######## ctl ########
Fig. 1: ctl, signal wires on met1
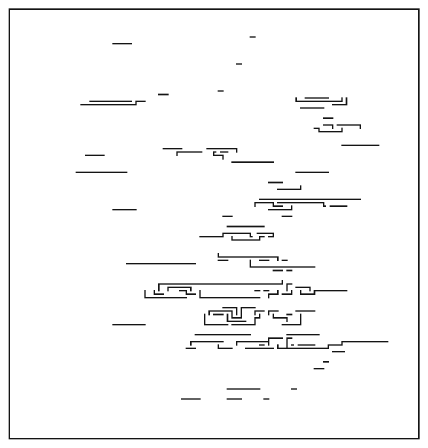

==> src/rtl/ctl_pkg.sv <==
// Shared state codes and widths for the set/count timer control FSM.
// Latency: n/a (types only). Backpressure: n/a.
// PAUSE is only reachable when CTL_PAUSE_EN is defined; otherwise its code is illegal.
package ctl_pkg;

    localparam int STATE_W = 4;

    typedef enum logic [STATE_W-1:0] {
        IDLE    = 4'd0,
        SET_MIN = 4'd1,
        SET_SEC = 4'd2,
        RUN     = 4'd3,
        PAUSE   = 4'd4
    } state_e;

endpackage

==> src/rtl/ctl.sv <==
// Main control FSM for the set/count timer: idle, set-minutes, set-seconds, run.
// Latency: one registered state; Moore decodes plus combinational inc/dec, no output delay.
// Backpressure: none; optional CTL_PAUSE_EN adds a PAUSE state entered from RUN on trig.
module ctl #(
    parameter int STATE_W = ctl_pkg::STATE_W
) (
    input  logic               clk,
    input  logic               reset,
    input  logic               trig,
    input  logic               set,
    input  logic               up,
    input  logic               down,
    input  logic               complete,
    output logic               init_regs,
    output logic               count_enabled,
    output logic               inc,
    output logic               dec,
    output logic               min,
    output logic [STATE_W-1:0] state
);
    import ctl_pkg::*;

    state_e state_q;
    state_e state_d;

    always_ff @(posedge clk or negedge reset) begin
        if (!reset) begin
            state_q <= IDLE;
        end else begin
            state_q <= state_d;
        end
    end

    always_comb begin
        state_d = state_q;
        case (state_q)
            IDLE: begin
                if (set) state_d = SET_MIN;
            end
            SET_MIN: begin
                if (trig)     state_d = RUN;
                else if (set) state_d = SET_SEC;
            end
            SET_SEC: begin
                if (trig)     state_d = RUN;
                else if (set) state_d = SET_MIN;
            end
            RUN: begin
                // complete outranks trig so a finishing countdown always clears the datapath
                if (complete) state_d = IDLE;
`ifdef CTL_PAUSE_EN
                else if (trig) state_d = PAUSE;
`else
                else if (trig) state_d = SET_MIN;
`endif
            end
`ifdef CTL_PAUSE_EN
            PAUSE: begin
                if (trig)     state_d = RUN;
                else if (set) state_d = SET_SEC;
            end
`endif
            default: state_d = IDLE;
        endcase
    end

    always_comb begin
        init_regs     = 1'b0;
        count_enabled = 1'b0;
        inc           = 1'b0;
        dec           = 1'b0;
        min           = 1'b0;
        case (state_q)
            IDLE: init_regs = 1'b1;
            SET_MIN: begin
                min = 1'b1;
                inc = up & ~down;
                dec = down & ~up;
            end
            SET_SEC: begin
                inc = up & ~down;
                dec = down & ~up;
            end
            RUN: count_enabled = 1'b1;
`ifdef CTL_PAUSE_EN
            PAUSE: begin
                min = 1'b1;
                inc = up & ~down;
                dec = down & ~up;
            end
`endif
            default: ;
        endcase
    end

    assign state = state_q;

endmodule

==> config.mk <==
export PLATFORM = sky130hd
export DESIGN_NAME = ctl
export DESIGN_NICKNAME = d
export VERILOG_FILES = /design/src/rtl/ctl_pkg.sv /design/src/rtl/ctl.sv
export SDC_FILE = /design/constraint.sdc
export NUM_CORES = 1
export LEC_CHECK = 0
export ABC_AREA = 1
export CORE_AREA = 2 2 39 41
export CTS_CLUSTER_DIAMETER = 40
export DETAILED_ROUTE_END_ITERATION = 10
export DIE_AREA = 0 0 41 43
export GPL_TIMING_DRIVEN = 0
export PLACE_DENSITY_LB_ADDON = 0.25
export SETUP_SLACK_MARGIN = 0.5
export SLEW_MARGIN = 20
export SYNTH_ARGS = -nofsm -noshare
export SYNTH_HDL_FRONTEND = slang
export SYNTH_SLANG_ARGS = --single-unit
==> constraint.sdc <==
create_clock -name clk -period 2.57 [get_ports clk]
set_input_delay 0.257 -clock clk [delete_from_list [all_inputs] [get_ports clk]]
set_output_delay 0.257 -clock clk [all_outputs]
set_load 0.005 [all_outputs]
######## sisc_fetch ########
### config.mk
export PLATFORM = sky130hd
export DESIGN_NAME = sisc_fetch
export DESIGN_NICKNAME = d
export VERILOG_FILES = /design/src/rtl/sisc_fetch.sv
export SDC_FILE = /design/constraint.sdc
export NUM_CORES = 1
export LEC_CHECK = 0
export CAP_MARGIN = 10
export CORE_UTILIZATION = 35
export DETAILED_ROUTE_END_ITERATION = 6
export GPL_TIMING_DRIVEN = 1
export PLACE_DENSITY = 0.71
export SLEW_MARGIN = 20
export SYNTH_ARGS = -nofsm -noshare
export SYNTH_HDL_FRONTEND = slang
export SYNTH_SLANG_ARGS = --single-unit
### constraint.sdc
create_clock -name clk -period 2.6 [get_ports clk]
set_clock_uncertainty 0.1 [all_clocks]
set_input_delay 0.39 -clock clk [delete_from_list [all_inputs] [get_ports clk]]
set_output_delay 0.39 -clock clk [all_outputs]
set_load 0.02 [all_outputs]
### src/rtl/sisc_fetch.sv
// SISC instruction fetch stage: PC/IR, imem request/ready handshake, branches.
// Define FETCH_TIMEOUT_EN to abandon fetches after TIMEOUT_CYC cycles in REQ.
module sisc_fetch #(
   parameter int PC_W        = 16,
   parameter int TIMEOUT_CYC = 64
) (
   input  logic            clk,
   input  logic            rst_f,
   input  logic            fetch_req,
   input  logic            br_load,
   input  logic            br_rel,
   output logic            imem_req,
   output logic [PC_W-1:0] imem_addr,
   input  logic            imem_rdy,
   input  logic [31:0]     imem_data,
   output logic [31:0]     ir,
   output logic [3:0]      opcode,
   output logic [3:0]      mm,
   output logic [PC_W-1:0] pc,
   output logic            ir_ready,
   output logic            busy,
   output logic            fetch_err
);

   typedef enum logic [1:0] {
      IDLE = 2'd0,
      REQ  = 2'd1,
      DONE = 2'd2
   } state_t;

   state_t          state_q, state_d;
   logic [PC_W-1:0] pc_q, pc_d;
   logic [31:0]     ir_q, ir_d;
   logic            to_hit;

`ifdef FETCH_TIMEOUT_EN
   localparam int CNT_W = $clog2(TIMEOUT_CYC + 1);

   logic [CNT_W-1:0] cnt_q, cnt_d;
   logic             err_q, err_d;

   // Counter idles at zero outside REQ, so it is clear on every REQ entry.
   always_comb begin
      cnt_d  = (state_q == REQ) ? cnt_q + CNT_W'(1) : '0;
      to_hit = (state_q == REQ) && !imem_rdy &&
               (cnt_q == CNT_W'(TIMEOUT_CYC - 1));
      err_d  = err_q | to_hit;
   end

   always_ff @(posedge clk or negedge rst_f) begin
      if (!rst_f) begin
         cnt_q <= '0;
         err_q <= 1'b0;
      end else begin
         cnt_q <= cnt_d;
         err_q <= err_d;
      end
   end

   assign fetch_err = err_q;
`else
   assign to_hit    = 1'b0;
   assign fetch_err = 1'b0;
`endif

   always_ff @(posedge clk or negedge rst_f) begin
      if (!rst_f) begin
         state_q <= IDLE;
         pc_q    <= '0;
         ir_q    <= '0;
      end else begin
         state_q <= state_d;
         pc_q    <= pc_d;
         ir_q    <= ir_d;
      end
   end

   always_comb begin
      state_d = state_q;
      unique case (state_q)
         IDLE:    if (!br_load && fetch_req) state_d = REQ;
         REQ:     if (imem_rdy || to_hit) state_d = DONE;
         DONE:    state_d = IDLE;
         default: state_d = IDLE;
      endcase
   end

   // Relative offset is the sign-extended low half of the IR.
   always_comb begin
      pc_d = pc_q;
      ir_d = ir_q;
      if (state_q == IDLE && br_load) begin
         pc_d = br_rel ? pc_q + PC_W'($signed(ir_q[15:0]))
                       : ir_q[PC_W-1:0];
      end else if (state_q == REQ && imem_rdy) begin
         ir_d = imem_data;
         pc_d = pc_q + PC_W'(1);
      end else if (to_hit) begin
         ir_d = '0;
      end
   end

   always_comb begin
      imem_req = (state_q == REQ);
      busy     = (state_q != IDLE);
      ir_ready = (state_q == DONE);
   end

   assign imem_addr = pc_q;
   assign pc        = pc_q;
   assign ir        = ir_q;
   assign opcode    = ir_q[31:28];
   assign mm        = ir_q[27:24];

endmodule
######## des_round_ctrl ########
File: config.mk
export PLATFORM = sky130hd
export DESIGN_NAME = des_round_ctrl
export DESIGN_NICKNAME = d
export VERILOG_FILES = /design/src/rtl/des_pkg.sv /design/src/rtl/des_shift_sched.sv /design/src/rtl/des_round_ctrl.sv
export SDC_FILE = /design/constraint.sdc
export NUM_CORES = 1
export LEC_CHECK = 0
export CAP_MARGIN = 30
export CORE_AREA = 2 2 154 156
export DETAILED_ROUTE_END_ITERATION = 10
export DIE_AREA = 0 0 156 158
export PLACE_DENSITY = 0.7
export SLEW_MARGIN = 20
export SYNTH_ARGS = -nofsm -noshare
export SYNTH_HDL_FRONTEND = slang
export SYNTH_SLANG_ARGS = --single-unit
export TNS_END_PERCENT = 10
File: constraint.sdc
create_clock -name clk -period 16.8 [get_ports clk]
set_input_delay 2.52 -clock clk [delete_from_list [all_inputs] [get_ports clk]]
set_output_delay 2.52 -clock clk [all_outputs]
set_load 0.02 [all_outputs]
File: src/rtl/des_pkg.sv
// Shared state encoding, round constants and key-rotate schedule for the
// iterative DES round controller.
package des_pkg;

    localparam int NUM_ROUNDS = 16;
    localparam int ITER_W     = 4;
    localparam logic [ITER_W-1:0] LAST_ROUND = ITER_W'(NUM_ROUNDS - 1);

    typedef enum logic [2:0] {
        IDLE,
        LOAD,
        ROUND,
        FIN,
        DONE
    } state_t;

    // Decrypt undoes the encrypt rotations in reverse order, so its first
    // round uses the PC-1 state as loaded (total left rotation is 28).
    function automatic logic [1:0] shift_amount(input logic [ITER_W-1:0] round,
                                                input logic              decrypt);
        logic [1:0] amt;
        case (round)
            4'd0:              amt = decrypt ? 2'd0 : 2'd1;
            4'd1, 4'd8, 4'd15: amt = 2'd1;
            default:           amt = 2'd2;
        endcase
        return amt;
    endfunction

endpackage

File: src/rtl/des_shift_sched.sv
// Per-round key-rotate amount, forced to zero on cycles without a round.
module des_shift_sched
    import des_pkg::*;
(
    input  logic              en,
    input  logic [ITER_W-1:0] iter,
    input  logic              decrypt,
    output logic [1:0]        shift
);

    assign shift = en ? shift_amount(iter, decrypt) : 2'd0;

endmodule

File: src/rtl/des_round_ctrl.sv
// Sequencer for a one-round-per-clock DES datapath: request capture, load
// cycle, 16 rounds, result capture and a backpressure-tolerant response port.
module des_round_ctrl
    import des_pkg::*;
#(
    parameter int DATA_W = 64,
    parameter int KEY_W  = 64
) (
    input  logic              clk,
    input  logic              reset,

    input  logic              req_valid_i,
    output logic              req_ready_o,
    input  logic              req_decrypt_i,
    input  logic [DATA_W-1:0] req_data_i,
    input  logic [KEY_W-1:0]  req_key_i,

    output logic              rnd_start_o,
    output logic              rnd_en_o,
    output logic [3:0]        rnd_iter_o,
    output logic              rnd_decrypt_o,
    output logic [1:0]        rnd_shift_o,
    output logic [DATA_W-1:0] rnd_data_o,
    output logic [KEY_W-1:0]  rnd_key_o,
    input  logic [DATA_W-1:0] rnd_result_i,

    output logic              rsp_valid_o,
    input  logic              rsp_ready_i,
    output logic [DATA_W-1:0] rsp_data_o,

    output logic              busy_o
);

    state_t              state;
    state_t              state_next;
    logic [ITER_W-1:0]   iter;
    logic                decrypt_q;
    logic [DATA_W-1:0]   data_q;
    logic [KEY_W-1:0]    key_q;
    logic [DATA_W-1:0]   rsp_q;
    logic                accept;

    always_ff @(posedge clk or posedge reset) begin
        if (reset) begin
            state <= IDLE;
        end else begin
            state <= state_next;
        end
    end

    // Ready is withheld while reset is held so nothing is offered before the
    // controller is actually able to capture a request.
    always_comb begin
        state_next  = state;
        req_ready_o = 1'b0;
        rnd_start_o = 1'b0;
        rnd_en_o    = 1'b0;
        rsp_valid_o = 1'b0;
        busy_o      = 1'b1;
        case (state)
            IDLE: begin
                busy_o      = 1'b0;
                req_ready_o = ~reset;
                if (req_valid_i) begin
                    state_next = LOAD;
                end
            end
            LOAD: begin
                rnd_start_o = 1'b1;
                state_next  = ROUND;
            end
            ROUND: begin
                rnd_en_o = 1'b1;
                if (iter == LAST_ROUND) begin
                    state_next = FIN;
                end
            end
            FIN: begin
                state_next = DONE;
            end
            DONE: begin
                rsp_valid_o = 1'b1;
                if (rsp_ready_i) begin
                    state_next = IDLE;
                end
            end
            default: begin
                state_next = IDLE;
            end
        endcase
    end

    assign accept = req_valid_i & req_ready_o;

    // Operands are only sampled on accept, so inputs may change freely while busy.
    always_ff @(posedge clk or posedge reset) begin
        if (reset) begin
            iter      <= '0;
            decrypt_q <= 1'b0;
            data_q    <= '0;
            key_q     <= '0;
            rsp_q     <= '0;
        end else begin
            if (accept) begin
                decrypt_q <= req_decrypt_i;
                data_q    <= req_data_i;
                key_q     <= req_key_i;
            end
            case (state)
                LOAD: begin
                    iter <= '0;
                end
                ROUND: begin
                    if (iter != LAST_ROUND) begin
                        iter <= iter + ITER_W'(1);
                    end
                end
                FIN: begin
                    rsp_q <= rnd_result_i;
                end
                DONE: begin
                    if (rsp_ready_i) begin
                        iter <= '0;
                    end
                end
                default: begin
                end
            endcase
        end
    end

    des_shift_sched u_shift_sched (
        .en      (rnd_en_o),
        .iter    (iter),
        .decrypt (decrypt_q),
        .shift   (rnd_shift_o)
    );

    assign rnd_iter_o    = iter;
    assign rnd_decrypt_o = decrypt_q;
    assign rnd_data_o    = data_q;
    assign rnd_key_o     = key_q;
    assign rsp_data_o    = rsp_q;

endmodule

######## des_sbox_engine ########
<file path="config.mk">
export PLATFORM = sky130hd
export DESIGN_NAME = des_sbox_engine
export DESIGN_NICKNAME = d
export VERILOG_FILES = /design/src/rtl/des_sbox_engine.sv
export SDC_FILE = /design/constraint.sdc
export NUM_CORES = 1
export LEC_CHECK = 0
export CAP_MARGIN = 20
export CORE_MARGIN = 10
export CORE_UTILIZATION = 45
export CTS_BUF_LIST = sky130_fd_sc_hd__clkbuf_16
export CTS_CLUSTER_SIZE = 8
export DETAILED_ROUTE_END_ITERATION = 10
export HOLD_SLACK_MARGIN = 0.12
export PLACE_DENSITY = 0.7
export RECOVER_POWER = 50
export SLEW_MARGIN = 20
export SYNTH_ARGS = -nofsm -noshare
export SYNTH_HDL_FRONTEND = slang
export SYNTH_SLANG_ARGS = --single-unit
</file>
<file path="constraint.sdc">
create_clock -name clk -period 5.76 [get_ports clk]
set_clock_uncertainty 0.15 [all_clocks]
set_input_delay 1.152 -clock clk [delete_from_list [all_inputs] [get_ports clk]]
set_output_delay 1.152 -clock clk [all_outputs]
set_load 0.1 [all_outputs]
</file>
<file path="src/rtl/des_sbox_engine.sv">
// Time-multiplexed DES S-box stage: one 48-bit round value in, 32-bit S1..S8 result out,
// evaluating LANES boxes per cycle behind a valid/ready handshake.
module des_sbox_engine #(
  parameter int unsigned LANES = 2
) (
  input  logic        clk,
  input  logic        rst_n,
  input  logic        clr,
  input  logic        in_valid,
  output logic        in_ready,
  input  logic [47:0] din,
  output logic        out_valid,
  input  logic        out_ready,
  output logic [31:0] dout,
  output logic        busy
);

  if (!(LANES == 1 || LANES == 2 || LANES == 4 || LANES == 8)) begin : gen_lanes_check
    $error("des_sbox_engine: LANES must be 1, 2, 4 or 8");
  end

  // Row-major FIPS 46-3 tables, index = row*16 + col.
  localparam logic [3:0] SBOX [8][64] = '{
    '{14, 4, 13, 1, 2, 15, 11, 8, 3, 10, 6, 12, 5, 9, 0, 7,
      0, 15, 7, 4, 14, 2, 13, 1, 10, 6, 12, 11, 9, 5, 3, 8,
      4, 1, 14, 8, 13, 6, 2, 11, 15, 12, 9, 7, 3, 10, 5, 0,
      15, 12, 8, 2, 4, 9, 1, 7, 5, 11, 3, 14, 10, 0, 6, 13},
    '{15, 1, 8, 14, 6, 11, 3, 4, 9, 7, 2, 13, 12, 0, 5, 10,
      3, 13, 4, 7, 15, 2, 8, 14, 12, 0, 1, 10, 6, 9, 11, 5,
      0, 14, 7, 11, 10, 4, 13, 1, 5, 8, 12, 6, 9, 3, 2, 15,
      13, 8, 10, 1, 3, 15, 4, 2, 11, 6, 7, 12, 0, 5, 14, 9},
    '{10, 0, 9, 14, 6, 3, 15, 5, 1, 13, 12, 7, 11, 4, 2, 8,
      13, 7, 0, 9, 3, 4, 6, 10, 2, 8, 5, 14, 12, 11, 15, 1,
      13, 6, 4, 9, 8, 15, 3, 0, 11, 1, 2, 12, 5, 10, 14, 7,
      1, 10, 13, 0, 6, 9, 8, 7, 4, 15, 14, 3, 11, 5, 2, 12},
    '{7, 13, 14, 3, 0, 6, 9, 10, 1, 2, 8, 5, 11, 12, 4, 15,
      13, 8, 11, 5, 6, 15, 0, 3, 4, 7, 2, 12, 1, 10, 14, 9,
      10, 6, 9, 0, 12, 11, 7, 13, 15, 1, 3, 14, 5, 2, 8, 4,
      3, 15, 0, 6, 10, 1, 13, 8, 9, 4, 5, 11, 12, 7, 2, 14},
    '{2, 12, 4, 1, 7, 10, 11, 6, 8, 5, 3, 15, 13, 0, 14, 9,
      14, 11, 2, 12, 4, 7, 13, 1, 5, 0, 15, 10, 3, 9, 8, 6,
      4, 2, 1, 11, 10, 13, 7, 8, 15, 9, 12, 5, 6, 3, 0, 14,
      11, 8, 12, 7, 1, 14, 2, 13, 6, 15, 0, 9, 10, 4, 5, 3},
    '{12, 1, 10, 15, 9, 2, 6, 8, 0, 13, 3, 4, 14, 7, 5, 11,
      10, 15, 4, 2, 7, 12, 9, 5, 6, 1, 13, 14, 0, 11, 3, 8,
      9, 14, 15, 5, 2, 8, 12, 3, 7, 0, 4, 10, 1, 13, 11, 6,
      4, 3, 2, 12, 9, 5, 15, 10, 11, 14, 1, 7, 6, 0, 8, 13},
    '{4, 11, 2, 14, 15, 0, 8, 13, 3, 12, 9, 7, 5, 10, 6, 1,
      13, 0, 11, 7, 4, 9, 1, 10, 14, 3, 5, 12, 2, 15, 8, 6,
      1, 4, 11, 13, 12, 3, 7, 14, 10, 15, 6, 8, 0, 5, 9, 2,
      6, 11, 13, 8, 1, 4, 10, 7, 9, 5, 0, 15, 14, 2, 3, 12},
    '{13, 2, 8, 4, 6, 15, 11, 1, 10, 9, 3, 14, 5, 0, 12, 7,
      1, 15, 13, 8, 10, 3, 7, 4, 12, 5, 6, 11, 0, 14, 9, 2,
      7, 11, 4, 1, 9, 12, 14, 2, 0, 6, 10, 13, 15, 3, 5, 8,
      2, 1, 14, 7, 4, 10, 8, 13, 15, 12, 9, 0, 3, 5, 6, 11}
  };

  typedef enum logic [1:0] {StIdle, StBusy, StDone} state_e;

  state_e      state_q, state_d;
  logic [2:0]  k_q, k_d;
  logic [47:0] din_q, din_d;
  logic [31:0] res_q, res_d;
  logic        out_valid_q, busy_q;
  logic        last;
  logic [2:0]  box, rbox;
  logic [5:0]  chunk;

  always_comb begin
    state_d = state_q;
    k_d     = k_q;
    din_d   = din_q;
    res_d   = res_q;
    box     = '0;
    rbox    = '0;
    chunk   = '0;
    // Widened so LANES=8 sees 0+8==8 rather than a 3-bit wrap.
    last    = ({1'b0, k_q} + 4'(LANES)) == 4'd8;

    if (clr) begin
      state_d = StIdle;
      k_d     = '0;
    end else begin
      unique case (state_q)
        StIdle: begin
          if (in_valid) begin
            din_d   = din;
            k_d     = '0;
            state_d = StBusy;
          end
        end
        StBusy: begin
          for (int unsigned l = 0; l < LANES; l++) begin
            box   = k_q + 3'(l);
            rbox  = 3'd7 - box;
            chunk = din_q[rbox*6 +: 6];
            res_d[rbox*4 +: 4] = SBOX[box][{chunk[5], chunk[0], chunk[4:1]}];
          end
          k_d = k_q + 3'(LANES);
          if (last) begin
            k_d     = '0;
            state_d = StDone;
          end
        end
        StDone: begin
          if (out_ready) state_d = StIdle;
        end
        default: state_d = StIdle;
      endcase
    end
  end

  always_ff @(posedge clk or negedge rst_n) begin
    if (!rst_n) begin
      state_q     <= StIdle;
      k_q         <= '0;
      din_q       <= '0;
      res_q       <= '0;
      out_valid_q <= 1'b0;
      busy_q      <= 1'b0;
    end else begin
      state_q     <= state_d;
      k_q         <= k_d;
      din_q       <= din_d;
      res_q       <= res_d;
      out_valid_q <= (state_d == StDone);
      busy_q      <= (state_d == StBusy);
    end
  end

  assign in_ready  = (state_q == StIdle);
  assign out_valid = out_valid_q;
  assign busy      = busy_q;
  assign dout      = res_q;

endmodule

</file>
Fig. 2: sisc_fetch, cell placement
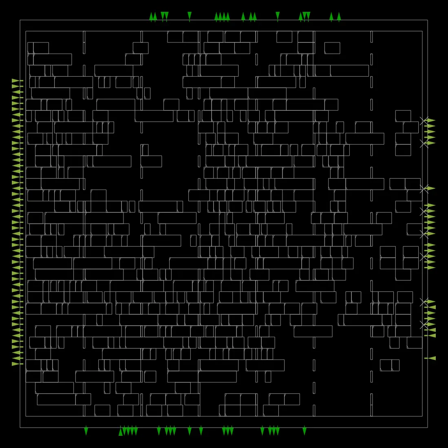
n_taps: 108
core area: 8806 sq um
Seq area share: 28.08%
Final Core Density: 50.60%

==> results.toml, sisc_fetch <==
# flow metrics
[drt]
drcViolationCount = 8
wl_met2_microns = 3854
dr.max_layer_used = "met4"

[worst_setup_path]
r2r_start = "ir[0]"
timing.critical_path.mode_cell = "a21oi_1"

[yosys]
synthFlopType = "dfrtp_1"
top_cell = "nand2_1"
fp_nets = 442
yosys_cells = 387
netlist_top_cells_area = "dfrtp_1, nand2_1, ha_1, buf_4, xnor2_1"

[floorplanning]
fp.dieH_microns = 97.87

[placement]
dp_hpwl_microns = 6396
dpl-instance-area_sq_um = 4345

[cts]
ctsLongestPathBuffers = 2
cts_tree = "built"

[sta]
rsz0062_at_grt = "no"

[power]
peakVddDrop_mv = 0.5133

[final_layout]
n_fill_cell = 825

[global_route]
grt_pass1_wl_microns = 14710
met1_usage_pct = 25.24

[status]
status = "complete, but fails checks"
violations = "design-rule violations"
## sisc_fetch: critical path: cells and delay by family (launching register included)
family / cells / cell delay, ns
fa+ha+maj: 2 / 0.68
mux: 1 / 0.31
compound gates: 4 / 0.60
flops: 1 / 0.42
simple gates: 1 / 0.10
buf+inv: 1 / 0.16
## sisc_fetch: registers in the layout, summed over array words and instances, names as in the netlist
name and cells:
ir 32, imem_addr 16, state_q 2
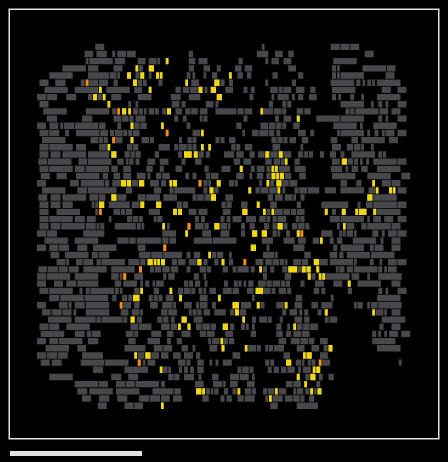
Fig. 3. Gate families picked out (des_sbox_engine).
Scale bar: 50 microns.
Key: inv cells = orange [cells 15, most used inv_1]; nor cells = yellow [cells 145, most used nor2_1]
Final Instance Count excl. Fillers: 1416
Comb area share: 61.93%
most frequent logic cell in the layout: nand2_1

==> results.toml, des_sbox_engine <==
# flow metrics
[final_layout]
seq_area_sq_um = 2157
largest_reg_flops = 48

[yosys]
mux_area_share_pct = 13.31
ys_async_sr_fraction_pct = 100.0
synthAoiAreaFrac_pct = 32.26
synthFlopType = "dfrtp_1"

[floorplanning]
die_x_microns = 162.2
coreArea_sq_um = 19650
fp_util_pct = 46.29
fp-row-count = 51

[drt]
postRouteAntennaNets = 0
vias = 10030
avgRoutedWirePerCell_microns = 25.32

[min_path]
holdPathStages = 2

[worst_setup_path]
timing.critical_path.mode_cell = "o21ai_0"
crit_buf_inv = 2

[placement]
dp_hpwl_microns = 25020
dp_worst_setup_slack_ns = 1.714

[cts]
cts_buffers = 9
ctsResizeCount = 0
clock-root-buffer = "clkbuf_16"
cts_hold_buf = 0

[sta]
setup-tns-final_ns = 0
fin_crit_ns = 4.778
worstMarginPinSlew_ns = 2.903
finalMaxSlewViolations = 123

[status]
status = "complete, but fails checks"
violations = "max-capacitance violations, max-slew violations"

[flow_run]
max-cap-violations = 3

[global_route]
grt_pass1_wl_microns = 55770
met1_usage_pct = 36.16

[power]
power_leader = "combinational cells"
-- des_sbox_engine: area by class of cell --
| cell class | instances | area share (%) |
|---|---|---|
| clock buffers | 9 | 2.214 |
| clock inverters | 7 | 0.7872 |
| inverters | 15 | 0.5535 |
| multi-input cells | 928 | 61.93 |
| flip-flops and latches | 86 | 21.21 |
| well taps | 265 | 3.260 |
| repair buffers | 106 | 10.05 |
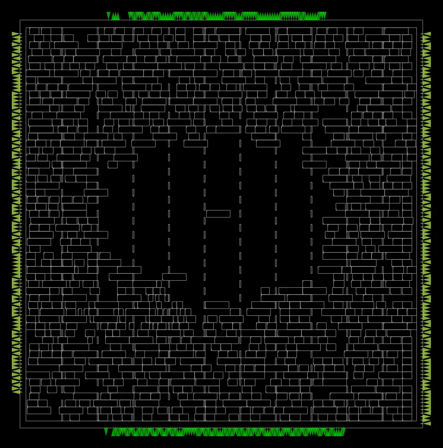
Fig. 4. Cell placement (des_round_ctrl).
number of rows in the core area: 56
n_taps: 290
FILL cells: 1979

==> results.toml, des_round_ctrl <==
# flow metrics
[status]
status = "finished, final reports clean"

[yosys]
seq_area_frac_synth_pct = 65.33
top_cells_by_count = "dfrtp_1, mux2_2, buf_6"
netlist_top_cells_area = "dfrtp_1, mux2_2, buf_6, buf_2, ha_1"
ys_sh_simple_pct = 1.764
synthFlopType = "dfrtp_1"
synthTopLogicFamily = "multiplexers"
synth_flops = 200

[placement]
dpl-instance-area_sq_um = 11870
dp.cells = 1131

[final_layout]
ff_count = 200
mostFrequentLayoutCells = "clkdlybuf4s50_1, dfrtp_1, mux2_2, clkbuf_16, inv_6"
sh_comb_area_pct = 19.55
largest_class = "registers"
drive_gt1_share_pct = 26.83
mi_logic_area_sq_um = 2449
lay_top_count = "clkdlybuf4s50_1"

[drt]
drcViolationCount = 0
via_per_inst = 4.537
dr.max_layer_used = "met4"
dr.first_iter.drc_count = 189
wl_met3_microns = 2008
avgRoutedWirePerCell_microns = 17.34
met1_length_microns = 7554

[cts]
clk_latency_ns = 0.42

[power]
p_int_mw = 1.611
clkPwrFrac_pct = 15.7
p_comb_mw = 1.27
power_density_nw_per_um2 = 200.8

[worst_setup_path]
cp_slowest_cell = "clkdlybuf4s50_1"
max_stage_delay_ns = 0.67
start_kind = "input port"

[sta]
slew_headroom_pct = 42.97
holdWs_ns = 0.5039
rsz0062_at_grt = "no"
setup-tns-final_ns = 0
worst_slack_ns = 10.27

[global_route]
grt-busiest-layer = "met2"
met1_usage_pct = 17.85
gr-total-overflow = 0
use_met2_pct = 28.30
grt_use_met3_pct = 6.734

[floorplanning]
coreArea_sq_um = 23050
## des_round_ctrl: worst paths after layout
path,startpoint,cells past startpoint,endpoint,slack (ns)
worst max-delay path,reset,3,req_ready_o,10.27
worst min-delay path,rnd_data_o[44],1,rnd_data_o[44],0.50
worst max register to register,state[0],5,rnd_data_o[36],14.34
worst min register to register,rnd_data_o[44],1,rnd_data_o[44],0.50
max in group asynchronous,reset,5,rsp_data_o[28],12.88
min in group asynchronous,reset,2,rnd_data_o[49],2.54
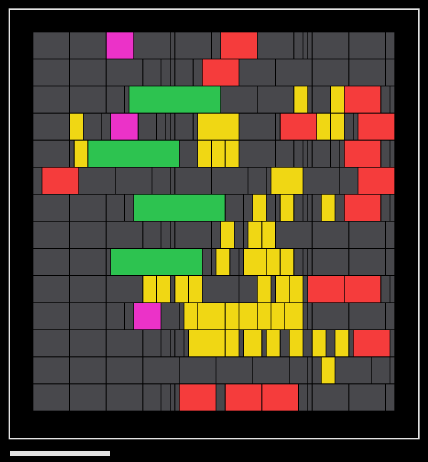
Fig. 5. Cells coloured by class (ctl).
Scale bar: 10 microns. Fill, decap, tap and diode cells in grey.
Key: remaining logic cells = yellow [cells 43, share of their area 41%]; registers = green [cells 4, share of their area 22%]; clock-net drivers = magenta [cells 3, share of their area 4.9%]; remaining buffers and delay cells = red [cells 15, share of their area 32%]
core area: 1384 sq um
Final Core Density: 34.90%
final instance area: 483.0 sq um

## Picture notes: Fig. 1
The longest straight run is 12.4 microns. The layer carries 259 microns of wire. The layer holds 42% of the routed length.
final WL: 615 microns
DR vias: 318
routing usage on met1: 7.516%

==> results.toml, ctl <==
# flow metrics
[worst_setup_path]
crit_arrival_ns = 1.68
cp-end-kind = "output port"
max_stage_delay_ns = 0.50
start_kind = "register"
cp_top_family = "buffers and inverters"
timing.critical_path.mode_cell = "nand2_1"
worstPathMaxFanout = 7

[yosys]
yosys_area_sq_um = 286.5
top_cells_by_count = "nand2_1, nor2_1, inv_1"
mux_area_share_pct = 0
avgSynthCellArea_sq_um = 6.229

[drt]
drcViolationCount = 0
wl_met2_microns = 274
via_per_inst = 3.926

[final_layout]
nonClkBufAreaFrac_pct = 31.09
n_all_buffers = 15
largest_reg_flops = 4
largest_class = "logic gates"
stdcell_count = 81

[power]
seqPwrFrac_pct = 38.4
switching_share_pct = 23.68
p_comb_share_pct = 19.3

[flow_run]
warnings = 26
max-cap-violations = 0

[global_route]
antenna_found_initial = 0
gr-total-overflow = 0
use_met2_pct = 10.94
grt_max_degree = 8
grt_util_all_layers_pct = 7.770

[cts]
cts_hold_buf = 0
h-tree-depth = 1
clock_sinks = 4

[placement]
dp.cells = 78
dp_worst_setup_slack_ns = 0.8650

[floorplanning]
dieArea_sq_um = 1763
nWellTaps = 16

[sta]
finalMaxSlewViolations = 0
finalSetupViolCount = 0
fin_skew_ns = 0.0003082
worst_slack_ns = 0.6317
fin_crit_ns = 1.938
rsz0062_at_grt = "no"

[status]
status = "finished, final reports clean"
==> ctl: path summary, 6_finish.rpt <==
| kind | from | endpoint | slack [ns] | depth (start not counted) |
|---|---|---|---|---|
| setup / recovery | state[1] | inc | 0.63 | 6 |
| hold / removal | reset | state[1] | 0.23 | 1 |
| setup reg to reg | state[1] | state[0] | 1.52 | 6 |
| hold reg to reg | state[2] | state[1] | 0.63 | 3 |
| max in group asynchronous | reset | state[2] | 2.18 | 1 |
| min in group clk | state[2] | state[1] | 0.63 | 3 |

==> notes/layouts.md <==
Pictures saved along the way, in no particular order.

Wiring by layer.
panel A
Scale bar: 50 microns.
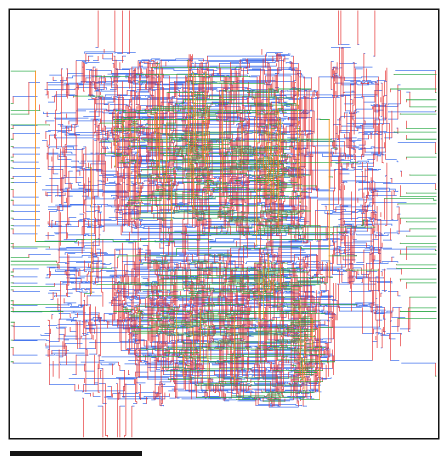
panel B
Scale bar: 20 microns.
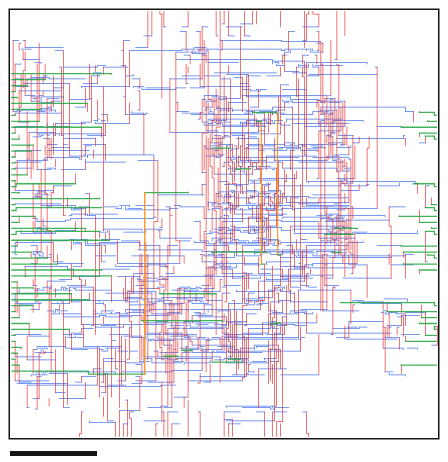
panel C
Scale bar: 10 microns.
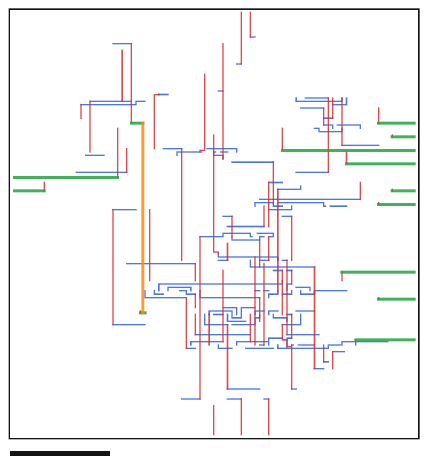
panel D
Scale bar: 50 microns.
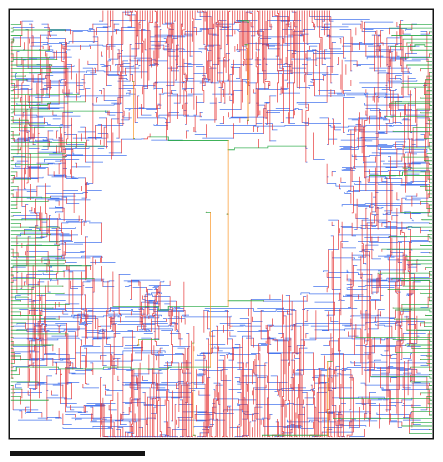
des_round_ctrl is panel D.
sisc_fetch is panel B.
des_sbox_engine is panel A.
ctl is panel C.
- most wire: panel A
- least wire: panel C


######## lsu_msinc_ctrl ########
===== src/rtl/lsu_msinc_ctrl.sv =====
// ---------------------------------------------------------------------------
// lsu_msinc_ctrl
//   Load/store initiator between the MEM stage and the word-wide data memory
//   (msinc_Data). Accepts byte/half/word requests on byte addresses, rejects
//   misaligned or illegal sizes, sign/zero-extends load data, and performs
//   sub-word stores as read-modify-write because the memory has no byte
//   enables. Little-endian lane order.
//
//   Build option: define LSU_BOUNDS_CHECK_EN to reject addresses whose bits
//   above the memory range are non-zero. Without it those bits are ignored
//   and accesses alias modulo 2**AW words.
//
// Ports
//   clk_i        clock, all state changes on posedge
//   rst_ni       synchronous active-low reset
//   req_i        request, sampled only while ready_o=1
//   we_i         1=store, 0=load
//   size_i       00 byte, 01 half, 10 word, 11 illegal
//   unsigned_i   loads: 1=zero-extend, 0=sign-extend
//   addr_i       byte address
//   wdata_i      right-aligned store data
//   ready_o      high in IDLE only
//   done_o       one-cycle completion pulse
//   err_o        qualifies done_o: request rejected, no memory access
//   rdata_o      extended load data, held until the next load completes
//   mem_we_o     memory write enable
//   mem_re_o     memory read enable
//   mem_addr_o   memory word address (captured addr[AW+1:2])
//   mem_wdata_o  memory write data
//   mem_rdata_i  memory read data, valid by the end of the RE cycle
// ---------------------------------------------------------------------------
module lsu_msinc_ctrl #(
  parameter int unsigned AW = 12
) (
  input  logic          clk_i,
  input  logic          rst_ni,
  input  logic          req_i,
  input  logic          we_i,
  input  logic [1:0]    size_i,
  input  logic          unsigned_i,
  input  logic [31:0]   addr_i,
  input  logic [31:0]   wdata_i,
  output logic          ready_o,
  output logic          done_o,
  output logic          err_o,
  output logic [31:0]   rdata_o,
  output logic          mem_we_o,
  output logic          mem_re_o,
  output logic [AW-1:0] mem_addr_o,
  output logic [31:0]   mem_wdata_o,
  input  logic [31:0]   mem_rdata_i
);

  localparam logic [1:0] SZ_B = 2'b00;
  localparam logic [1:0] SZ_H = 2'b01;
  localparam logic [1:0] SZ_W = 2'b10;

  typedef enum logic [2:0] {
    S_IDLE,
    S_RD,
    S_WR,
    S_RMW_RD,
    S_RMW_WR,
    S_RESP,
    S_ERR
  } state_t;

  state_t      state;
  logic [1:0]  size_q;
  logic        uns_q;
  logic [1:0]  lane_q;
  logic [15:0] wdata_q;

  logic        misalign_c;
  logic        oob_c;
  logic        bad_c;

  // Alignment / size legality of the incoming request
  always_comb begin
    misalign_c = 1'b0;
    case (size_i)
      SZ_B:    misalign_c = 1'b0;
      SZ_H:    misalign_c = addr_i[0];
      SZ_W:    misalign_c = |addr_i[1:0];
      default: misalign_c = 1'b1;
    endcase
  end

`ifdef LSU_BOUNDS_CHECK_EN
  // Upper address bits must be zero; anything else is outside the memory
  assign oob_c = |addr_i[31:AW+2];
`else
  logic unused_addr_hi;
  assign oob_c          = 1'b0;
  assign unused_addr_hi = ^addr_i[31:AW+2];
`endif

  assign bad_c = misalign_c | oob_c;

  // Pick the addressed lane out of a memory word and extend it
  function automatic logic [31:0] load_extend(input logic [31:0] w,
                                              input logic [1:0]  sz,
                                              input logic [1:0]  lane,
                                              input logic        uns);
    logic [7:0]  b;
    logic [15:0] h;
    b = w[{lane, 3'b000} +: 8];
    h = lane[1] ? w[31:16] : w[15:0];
    case (sz)
      SZ_B:    load_extend = uns ? {24'h0, b} : {{24{b[7]}}, b};
      SZ_H:    load_extend = uns ? {16'h0, h} : {{16{h[15]}}, h};
      default: load_extend = w;
    endcase
  endfunction

  // Replace the addressed lane of a memory word with the store data
  function automatic logic [31:0] lane_merge(input logic [31:0] w,
                                             input logic [1:0]  sz,
                                             input logic [1:0]  lane,
                                             input logic [15:0] wd);
    logic [31:0] r;
    r = w;
    if (sz == SZ_B) begin
      r[{lane, 3'b000} +: 8] = wd[7:0];
    end else if (lane[1]) begin
      r[31:16] = wd;
    end else begin
      r[15:0] = wd;
    end
    lane_merge = r;
  endfunction

  // Control FSM; every output is registered alongside the state it belongs to
  always_ff @(posedge clk_i) begin
    if (!rst_ni) begin
      state       <= S_IDLE;
      ready_o     <= 1'b1;
      done_o      <= 1'b0;
      err_o       <= 1'b0;
      mem_we_o    <= 1'b0;
      mem_re_o    <= 1'b0;
      rdata_o     <= 32'h0;
      mem_addr_o  <= '0;
      mem_wdata_o <= 32'h0;
      size_q      <= 2'b00;
      uns_q       <= 1'b0;
      lane_q      <= 2'b00;
      wdata_q     <= 16'h0;
    end else begin
      done_o   <= 1'b0;
      err_o    <= 1'b0;
      mem_we_o <= 1'b0;
      mem_re_o <= 1'b0;

      case (state)
        S_IDLE: begin
          if (req_i) begin
            ready_o <= 1'b0;
            size_q  <= size_i;
            uns_q   <= unsigned_i;
            lane_q  <= addr_i[1:0];
            wdata_q <= wdata_i[15:0];
            if (bad_c) begin
              state  <= S_ERR;
              done_o <= 1'b1;
              err_o  <= 1'b1;
            end else begin
              mem_addr_o <= addr_i[AW+1:2];
              if (!we_i) begin
                state    <= S_RD;
                mem_re_o <= 1'b1;
              end else if (size_i == SZ_W) begin
                state       <= S_WR;
                mem_we_o    <= 1'b1;
                mem_wdata_o <= wdata_i;
              end else begin
                state    <= S_RMW_RD;
                mem_re_o <= 1'b1;
              end
            end
          end
        end

        S_RD: begin
          rdata_o <= load_extend(mem_rdata_i, size_q, lane_q, uns_q);
          state   <= S_RESP;
          done_o  <= 1'b1;
        end

        S_WR: begin
          state  <= S_RESP;
          done_o <= 1'b1;
        end

        // Old word is on mem_rdata_i now; write back with the lane replaced
        S_RMW_RD: begin
          mem_wdata_o <= lane_merge(mem_rdata_i, size_q, lane_q, wdata_q);
          mem_we_o    <= 1'b1;
          state       <= S_RMW_WR;
        end

        S_RMW_WR: begin
          state  <= S_RESP;
          done_o <= 1'b1;
        end

        S_RESP, S_ERR: begin
          state   <= S_IDLE;
          ready_o <= 1'b1;
        end

        default: begin
          state   <= S_IDLE;
          ready_o <= 1'b1;
        end
      endcase
    end
  end

endmodule

===== config.mk =====
export PLATFORM = sky130hd
export DESIGN_NAME = lsu_msinc_ctrl
export DESIGN_NICKNAME = d
export VERILOG_FILES = /design/src/rtl/lsu_msinc_ctrl.sv
export SDC_FILE = /design/constraint.sdc
export NUM_CORES = 1
export LEC_CHECK = 0
export ABC_AREA = 0
export CAP_MARGIN = 20
export CORE_UTILIZATION = 47
export DETAILED_ROUTE_END_ITERATION = 8
export GPL_TIMING_DRIVEN = 0
export PLACE_DENSITY = 0.82
export SYNTH_ARGS = -nofsm -noshare
export SYNTH_HDL_FRONTEND = slang
export SYNTH_SLANG_ARGS = --single-unit
export TNS_END_PERCENT = 30

===== constraint.sdc =====
create_clock -name clk_i -period 3.5 [get_ports clk_i]
set_clock_uncertainty 0.1 [all_clocks]
set_input_delay 0.875 -clock clk_i [delete_from_list [all_inputs] [get_ports clk_i]]
set_output_delay 0.875 -clock clk_i [all_outputs]
set_load 0.01 [all_outputs]

######## memory_unit ########
## src/rtl/memory_pkg.sv

```systemverilog
// memory_pkg: shared widths, depth and controller state encoding for the memory unit
package memory_pkg;
   localparam int ADDR_W = 8;
   localparam int DATA_W = 16;
   localparam int DEPTH  = 256;
   localparam logic [ADDR_W-1:0] LAST_ADDR = ADDR_W'(DEPTH - 1);
   typedef enum logic [1:0] {
      CLEAR,
      IDLE,
      LOAD,
      DONE
   } state_t;
endpackage

```

## src/rtl/ram_256x16.sv

```systemverilog
// ram_256x16: 256x16 storage, one write port, write-first registered read with synchronous output clear
module ram_256x16
   import memory_pkg::*;
(
   input  logic              clock,
   input  logic              we,
   input  logic [ADDR_W-1:0] waddr,
   input  logic [DATA_W-1:0] wdata,
   input  logic [ADDR_W-1:0] raddr,
   input  logic              rd_zero,
   output logic [DATA_W-1:0] rdata
);
   logic [DATA_W-1:0] mem [DEPTH];
   // storage write port
   always_ff @(posedge clock) begin
      if (we) mem[waddr] <= wdata;
   end
   // registered read, bypassing a same-address write and forced to zero when the reader is not served
   always_ff @(posedge clock) begin
      rdata <= rd_zero ? '0 : (we && waddr == raddr) ? wdata : mem[raddr];
   end
endmodule

```

## src/rtl/memory_unit.sv

```systemverilog
// memory_unit: processor memory with power-on clear and a streaming program loader
module memory_unit
   import memory_pkg::*;
(
   input  logic              clock,
   input  logic              reset,
   input  logic [ADDR_W-1:0] mar,
   input  logic [DATA_W-1:0] data_in,
   input  logic              memory_write,
   output logic [DATA_W-1:0] mdr,
   input  logic              load_start,
   input  logic              load_valid,
   input  logic [DATA_W-1:0] load_data,
   input  logic              load_last,
   output logic              load_ready,
   output logic              load_done,
   output logic              busy
);
   state_t            state, nxt;
   logic [ADDR_W-1:0] ptr, waddr;
   logic [DATA_W-1:0] wdata;
   logic              we, xfer, last;
   // write port steering and next-state selection; reset overrides everything and blocks writes
   always_comb begin
      xfer  = state == LOAD && load_valid;
      last  = xfer && (load_last || ptr == LAST_ADDR);
      we    = reset && (state == CLEAR || xfer || (state == IDLE && memory_write));
      waddr = state == IDLE ? mar : ptr;
      wdata = state == CLEAR ? '0 : state == LOAD ? load_data : data_in;
      nxt   = !reset          ? CLEAR :
              state == CLEAR  ? (ptr == LAST_ADDR ? IDLE : CLEAR) :
              state == IDLE   ? (load_start ? LOAD : IDLE) :
              state == LOAD   ? (last ? DONE : LOAD) :
                                IDLE;
   end
   // controller state, shared clear/load pointer and registered status outputs
   always_ff @(posedge clock) begin
      if (!reset) begin
         state      <= CLEAR;
         ptr        <= '0;
         load_ready <= 1'b0;
         load_done  <= 1'b0;
         busy       <= 1'b1;
      end else begin
         state      <= nxt;
         ptr        <= state == IDLE ? '0 : (state == CLEAR || (xfer && !last)) ? ptr + 1'b1 : ptr;
         load_ready <= nxt == LOAD;
         load_done  <= nxt == DONE;
         busy       <= nxt != IDLE;
      end
   end
   ram_256x16 u_ram (
      .clock   (clock),
      .we      (we),
      .waddr   (waddr),
      .wdata   (wdata),
      .raddr   (mar),
      .rd_zero (nxt != IDLE),
      .rdata   (mdr)
   );
endmodule

```

## config.mk

```make
export PLATFORM = sky130hd
export DESIGN_NAME = memory_unit
export DESIGN_NICKNAME = d
export VERILOG_FILES = /design/src/rtl/memory_pkg.sv /design/src/rtl/ram_256x16.sv /design/src/rtl/memory_unit.sv
export SDC_FILE = /design/constraint.sdc
export NUM_CORES = 2
export LEC_CHECK = 0
export ABC_CLOCK_PERIOD_IN_PS = 13400
export CORE_MARGIN = 2
export CORE_UTILIZATION = 35
export CTS_BUF_LIST = sky130_fd_sc_hd__clkbuf_16
export DETAILED_ROUTE_END_ITERATION = 8
export GPL_TIMING_DRIVEN = 1
export PLACE_DENSITY = 0.47
export SLEW_MARGIN = 25
export SYNTH_ARGS = -nofsm -noshare
export SYNTH_HDL_FRONTEND = slang
export SYNTH_SLANG_ARGS = --single-unit
```

## constraint.sdc

```tcl
create_clock -name clock -period 13.4 [get_ports clock]
set_input_delay 2.01 -clock clock [delete_from_list [all_inputs] [get_ports clock]]
set_output_delay 2.01 -clock clock [all_outputs]
set_load 0.03 [all_outputs]
```


==> notes/layouts.md <==
Pictures saved along the way, in no particular order.

Met4 routing.
image #1
Scale bar: 20 microns.
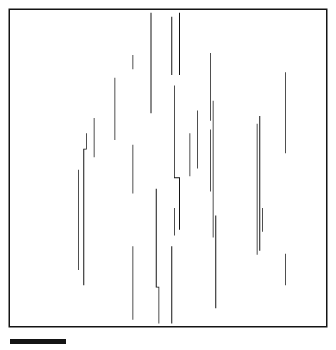
image #2
Scale bar: 200 microns.
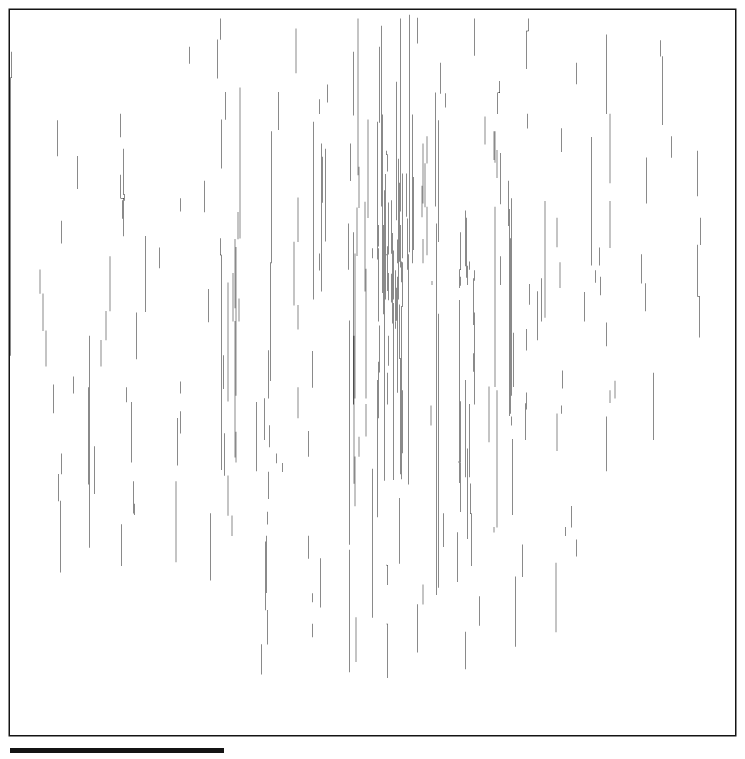
Image #2 is memory_unit.
Image #1 is lsu_msinc_ctrl.

Fig. 6: memory_unit, wiring by layer
Scale bar: 200 microns.
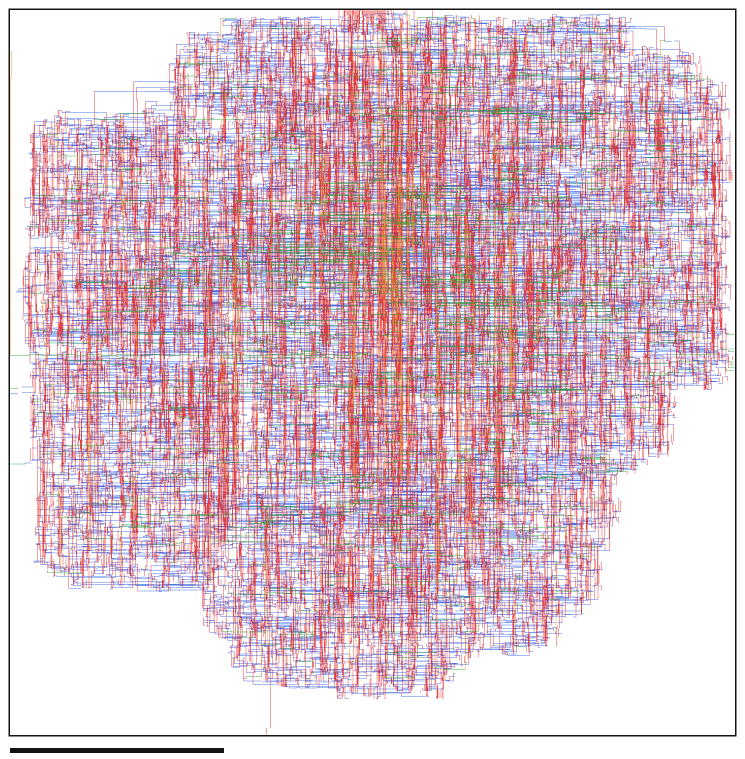
Key: M3 = green [wire length 30.3 mm]; M4 = orange [wire length 15300 microns]; M1 = blue [wire length 208 mm]; M2 = red [wire length 233 mm]

==> results.toml, memory_unit <==
# flow metrics
[yosys]
seq_area_frac_synth_pct = 77.85
avgSynthCellArea_sq_um = 22.39
ys_async_sr_fraction_pct = 0
top_cell = "edfxtp_1"
syn_inst = 7091
netlist_top_cells_area = "edfxtp_1, mux4_2, mux2i_1, a22oi_1, nor2_1"

[global_route]
use_met2_pct = 33.78
grt_util_all_layers_pct = 20.78
grt_pass1_wl_microns = 667600
grt-busiest-layer = "met2"

[worst_setup_path]
max_stage_delay_ns = 0.79
cp_slowest_cell = "buf_4"
r2r_slack_ns = 8.77
worstPathMaxFanout = 90
crit_path_end = "u_ram.rdata[14]"

[sta]
rsz0062_at_grt = "no"
finalMaxSlewViolations = 0
setup-tns-final_ns = 0
fin_skew_ns = 0.08271
fin_crit_ns = 6.323
worstMarginPinSlew_ns = 1.252
layout_worst_path_cycle_share_pct = 47.19

[status]
status = "finished, final reports clean"

[floorplanning]
fp_util_pct = 35.11
fp-row-count = 247
coreArea_sq_um = 452100

[power]
switching_share_pct = 21.43
p_clk_mw = 11.8
switching_power_mw = 5.710

[drt]
wl_met2_microns = 232900
via_per_inst = 5.621
drtPass1Iterations = 6
drcViolationCount = 0

[cts]
cts_tree = "built"
cts_buffers = 443

[flow_run]
max-cap-violations = 0

[final_layout]
n_all_inverters = 12
final_util_pct = 40.42
mostFrequentLayoutCells = "edfxtp_1, mux4_2, clkbuf_16, buf_4, a22oi_1"

[placement]
dp.cells = 13120
dpl-instance-area_sq_um = 168600
[memory_unit: registers in the layout, indices dropped and copies added (netlist names)]
register / flops
u_ram.mem: 4096
u_ram.rdata: 16
ptr: 8
state: 2
busy: 1
load_done: 1
load_ready: 1
[memory_unit: logic make-up after synthesis]
| group | synth area share [%] |
|---|---|
| mux | 15.42 |
| buf+inv | 1.710 |
| simple gates | 1.540 |
| compound gates | 3.387 |
| fa+ha+maj | 0.007881 |
| flops | 77.85 |
| xor+xnor | 0.08277 |
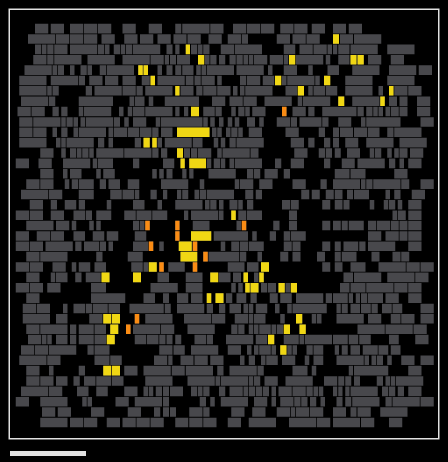
Fig. 7. Gate families picked out (lsu_msinc_ctrl).
Scale bar: 20 microns.
Key: nor cells = yellow [cells 51, most used nor3_1]; inv cells = orange [cells 12, most used inv_1, where centre]

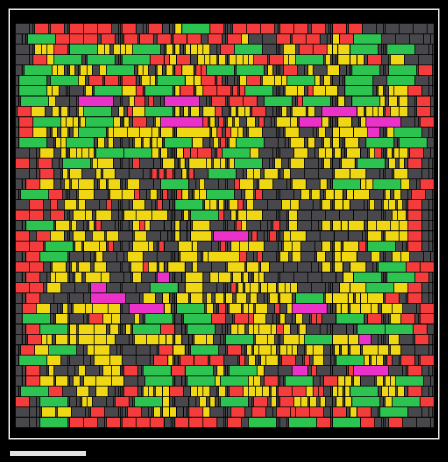
Fig. 8. Cells coloured by class (lsu_msinc_ctrl).
Scale bar: 20 microns. Fill, decap, tap and diode cells in grey.
Key: clock drivers and dummy loads = magenta [cells 16, share of their area 4.2%]; registers = green [cells 105, share of their area 27%]; remaining buffers and delay cells = red [cells 232, share of their area 25%]; remaining logic cells = yellow [cells 535, share of their area 43%]

==> results.toml, lsu_msinc_ctrl <==
# flow metrics
[sta]
holdWs_ns = 0.3557
fin_crit_ns = 3.299
worst_slack_ns = 0.2007
finalSetupViolCount = 0

[yosys]
mux_area_share_pct = 7.894
top_cell = "nand2_1"
edf_count = 0
avgSynthCellArea_sq_um = 8.082
netlist_area_sq_um = 5722
synthTopLogicFamily = "AND-OR/OR-AND gates"
synthAoiAreaFrac_pct = 28.36

[floorplanning]
dieArea_sq_um = 12620
io_pins = 184
fp_util_pct = 49.06
nWellTaps = 143

[final_layout]
nonClkBufAreaFrac_pct = 24.43
n_all_inverters = 12
largest_class = "logic gates"
ff_count = 105

[cts]
cts_hold_buf = 0
cts_tree = "built"
clk_latency_ns = 0.37

[worst_setup_path]
r2r-end = "mem_wdata_o[14]"
crit_required_ns = 3.70

[global_route]
grt_pass1_wl_microns = 33670
grt-busiest-layer = "met2"

[drt]
postRouteAntennaNets = 0
drtPass1Iterations = 9
drcViolationCount = 7

[status]
status = "complete, but fails checks"
violations = "design-rule violations"
[lsu_msinc_ctrl: critical path, cell delays in order, from the launching register on]
cell and delay (ns):
dfxtp_1 0.50, buf_2 0.28, buf_1 0.38, inv_1 0.16, ha_1 0.36, nor3b_2 0.43, clkbuf_1 0.43, nand4_1 0.17
a31oi_1 0.27, o311a_1 0.17
[lsu_msinc_ctrl: power by group]
| group | switching, mW | internal, mW | leakage (nW) |
|---|---|---|---|
| clock network | 0.510 | 0.577 | 0.157 |
| logic | 0.554 | 0.476 | 2.02 |
| registers | 0.0989 | 1.31 | 0.857 |


==> notes/layouts.md <==
Pictures saved along the way, in no particular order.

Cells coloured by class.
Plate I
Scale bar: 50 microns. Fill, decap, tap and diode cells in grey.
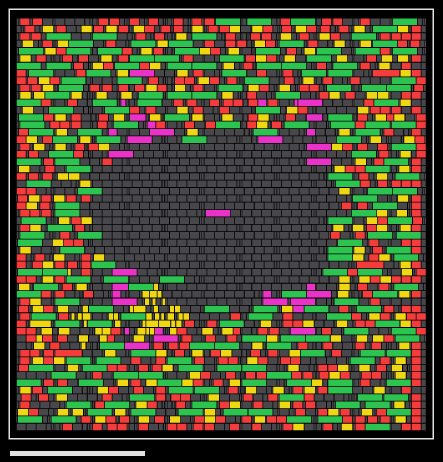
Plate II
Scale bar: 50 microns. Fill, decap, tap and diode cells in grey.
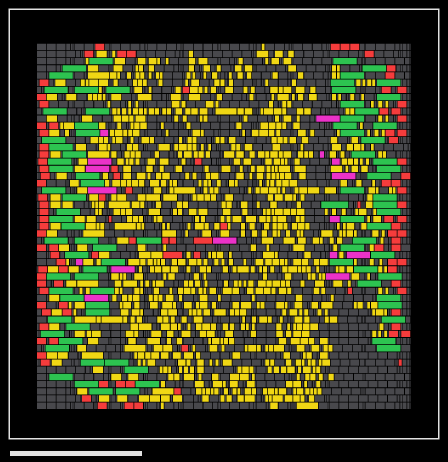
Plate III
Scale bar: 20 microns. Fill, decap, tap and diode cells in grey.
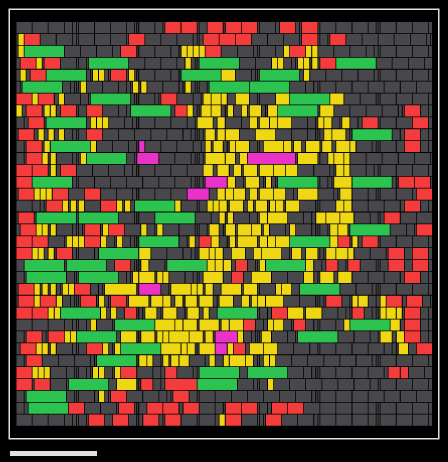
Plate IV
Scale bar: 200 microns. Fill, decap, tap and diode cells in grey.
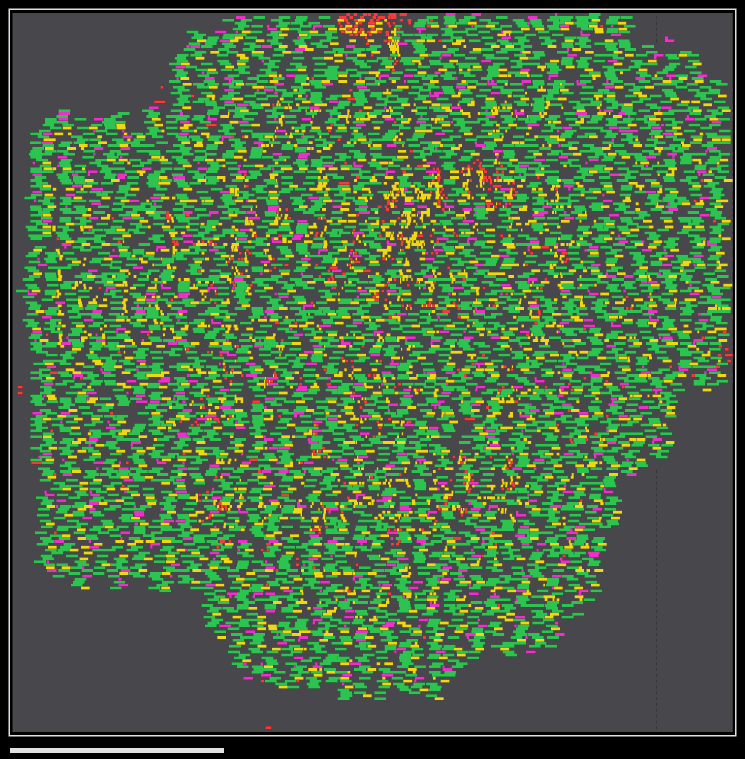
des_sbox_engine: Plate II
des_round_ctrl: Plate I
sisc_fetch: Plate III
memory_unit: Plate IV
Of these, fewest sequential cells: Plate III
Of these, lowest utilization: Plate IV

Power figures rest on the tool's default switching activity, not on a simulated workload.
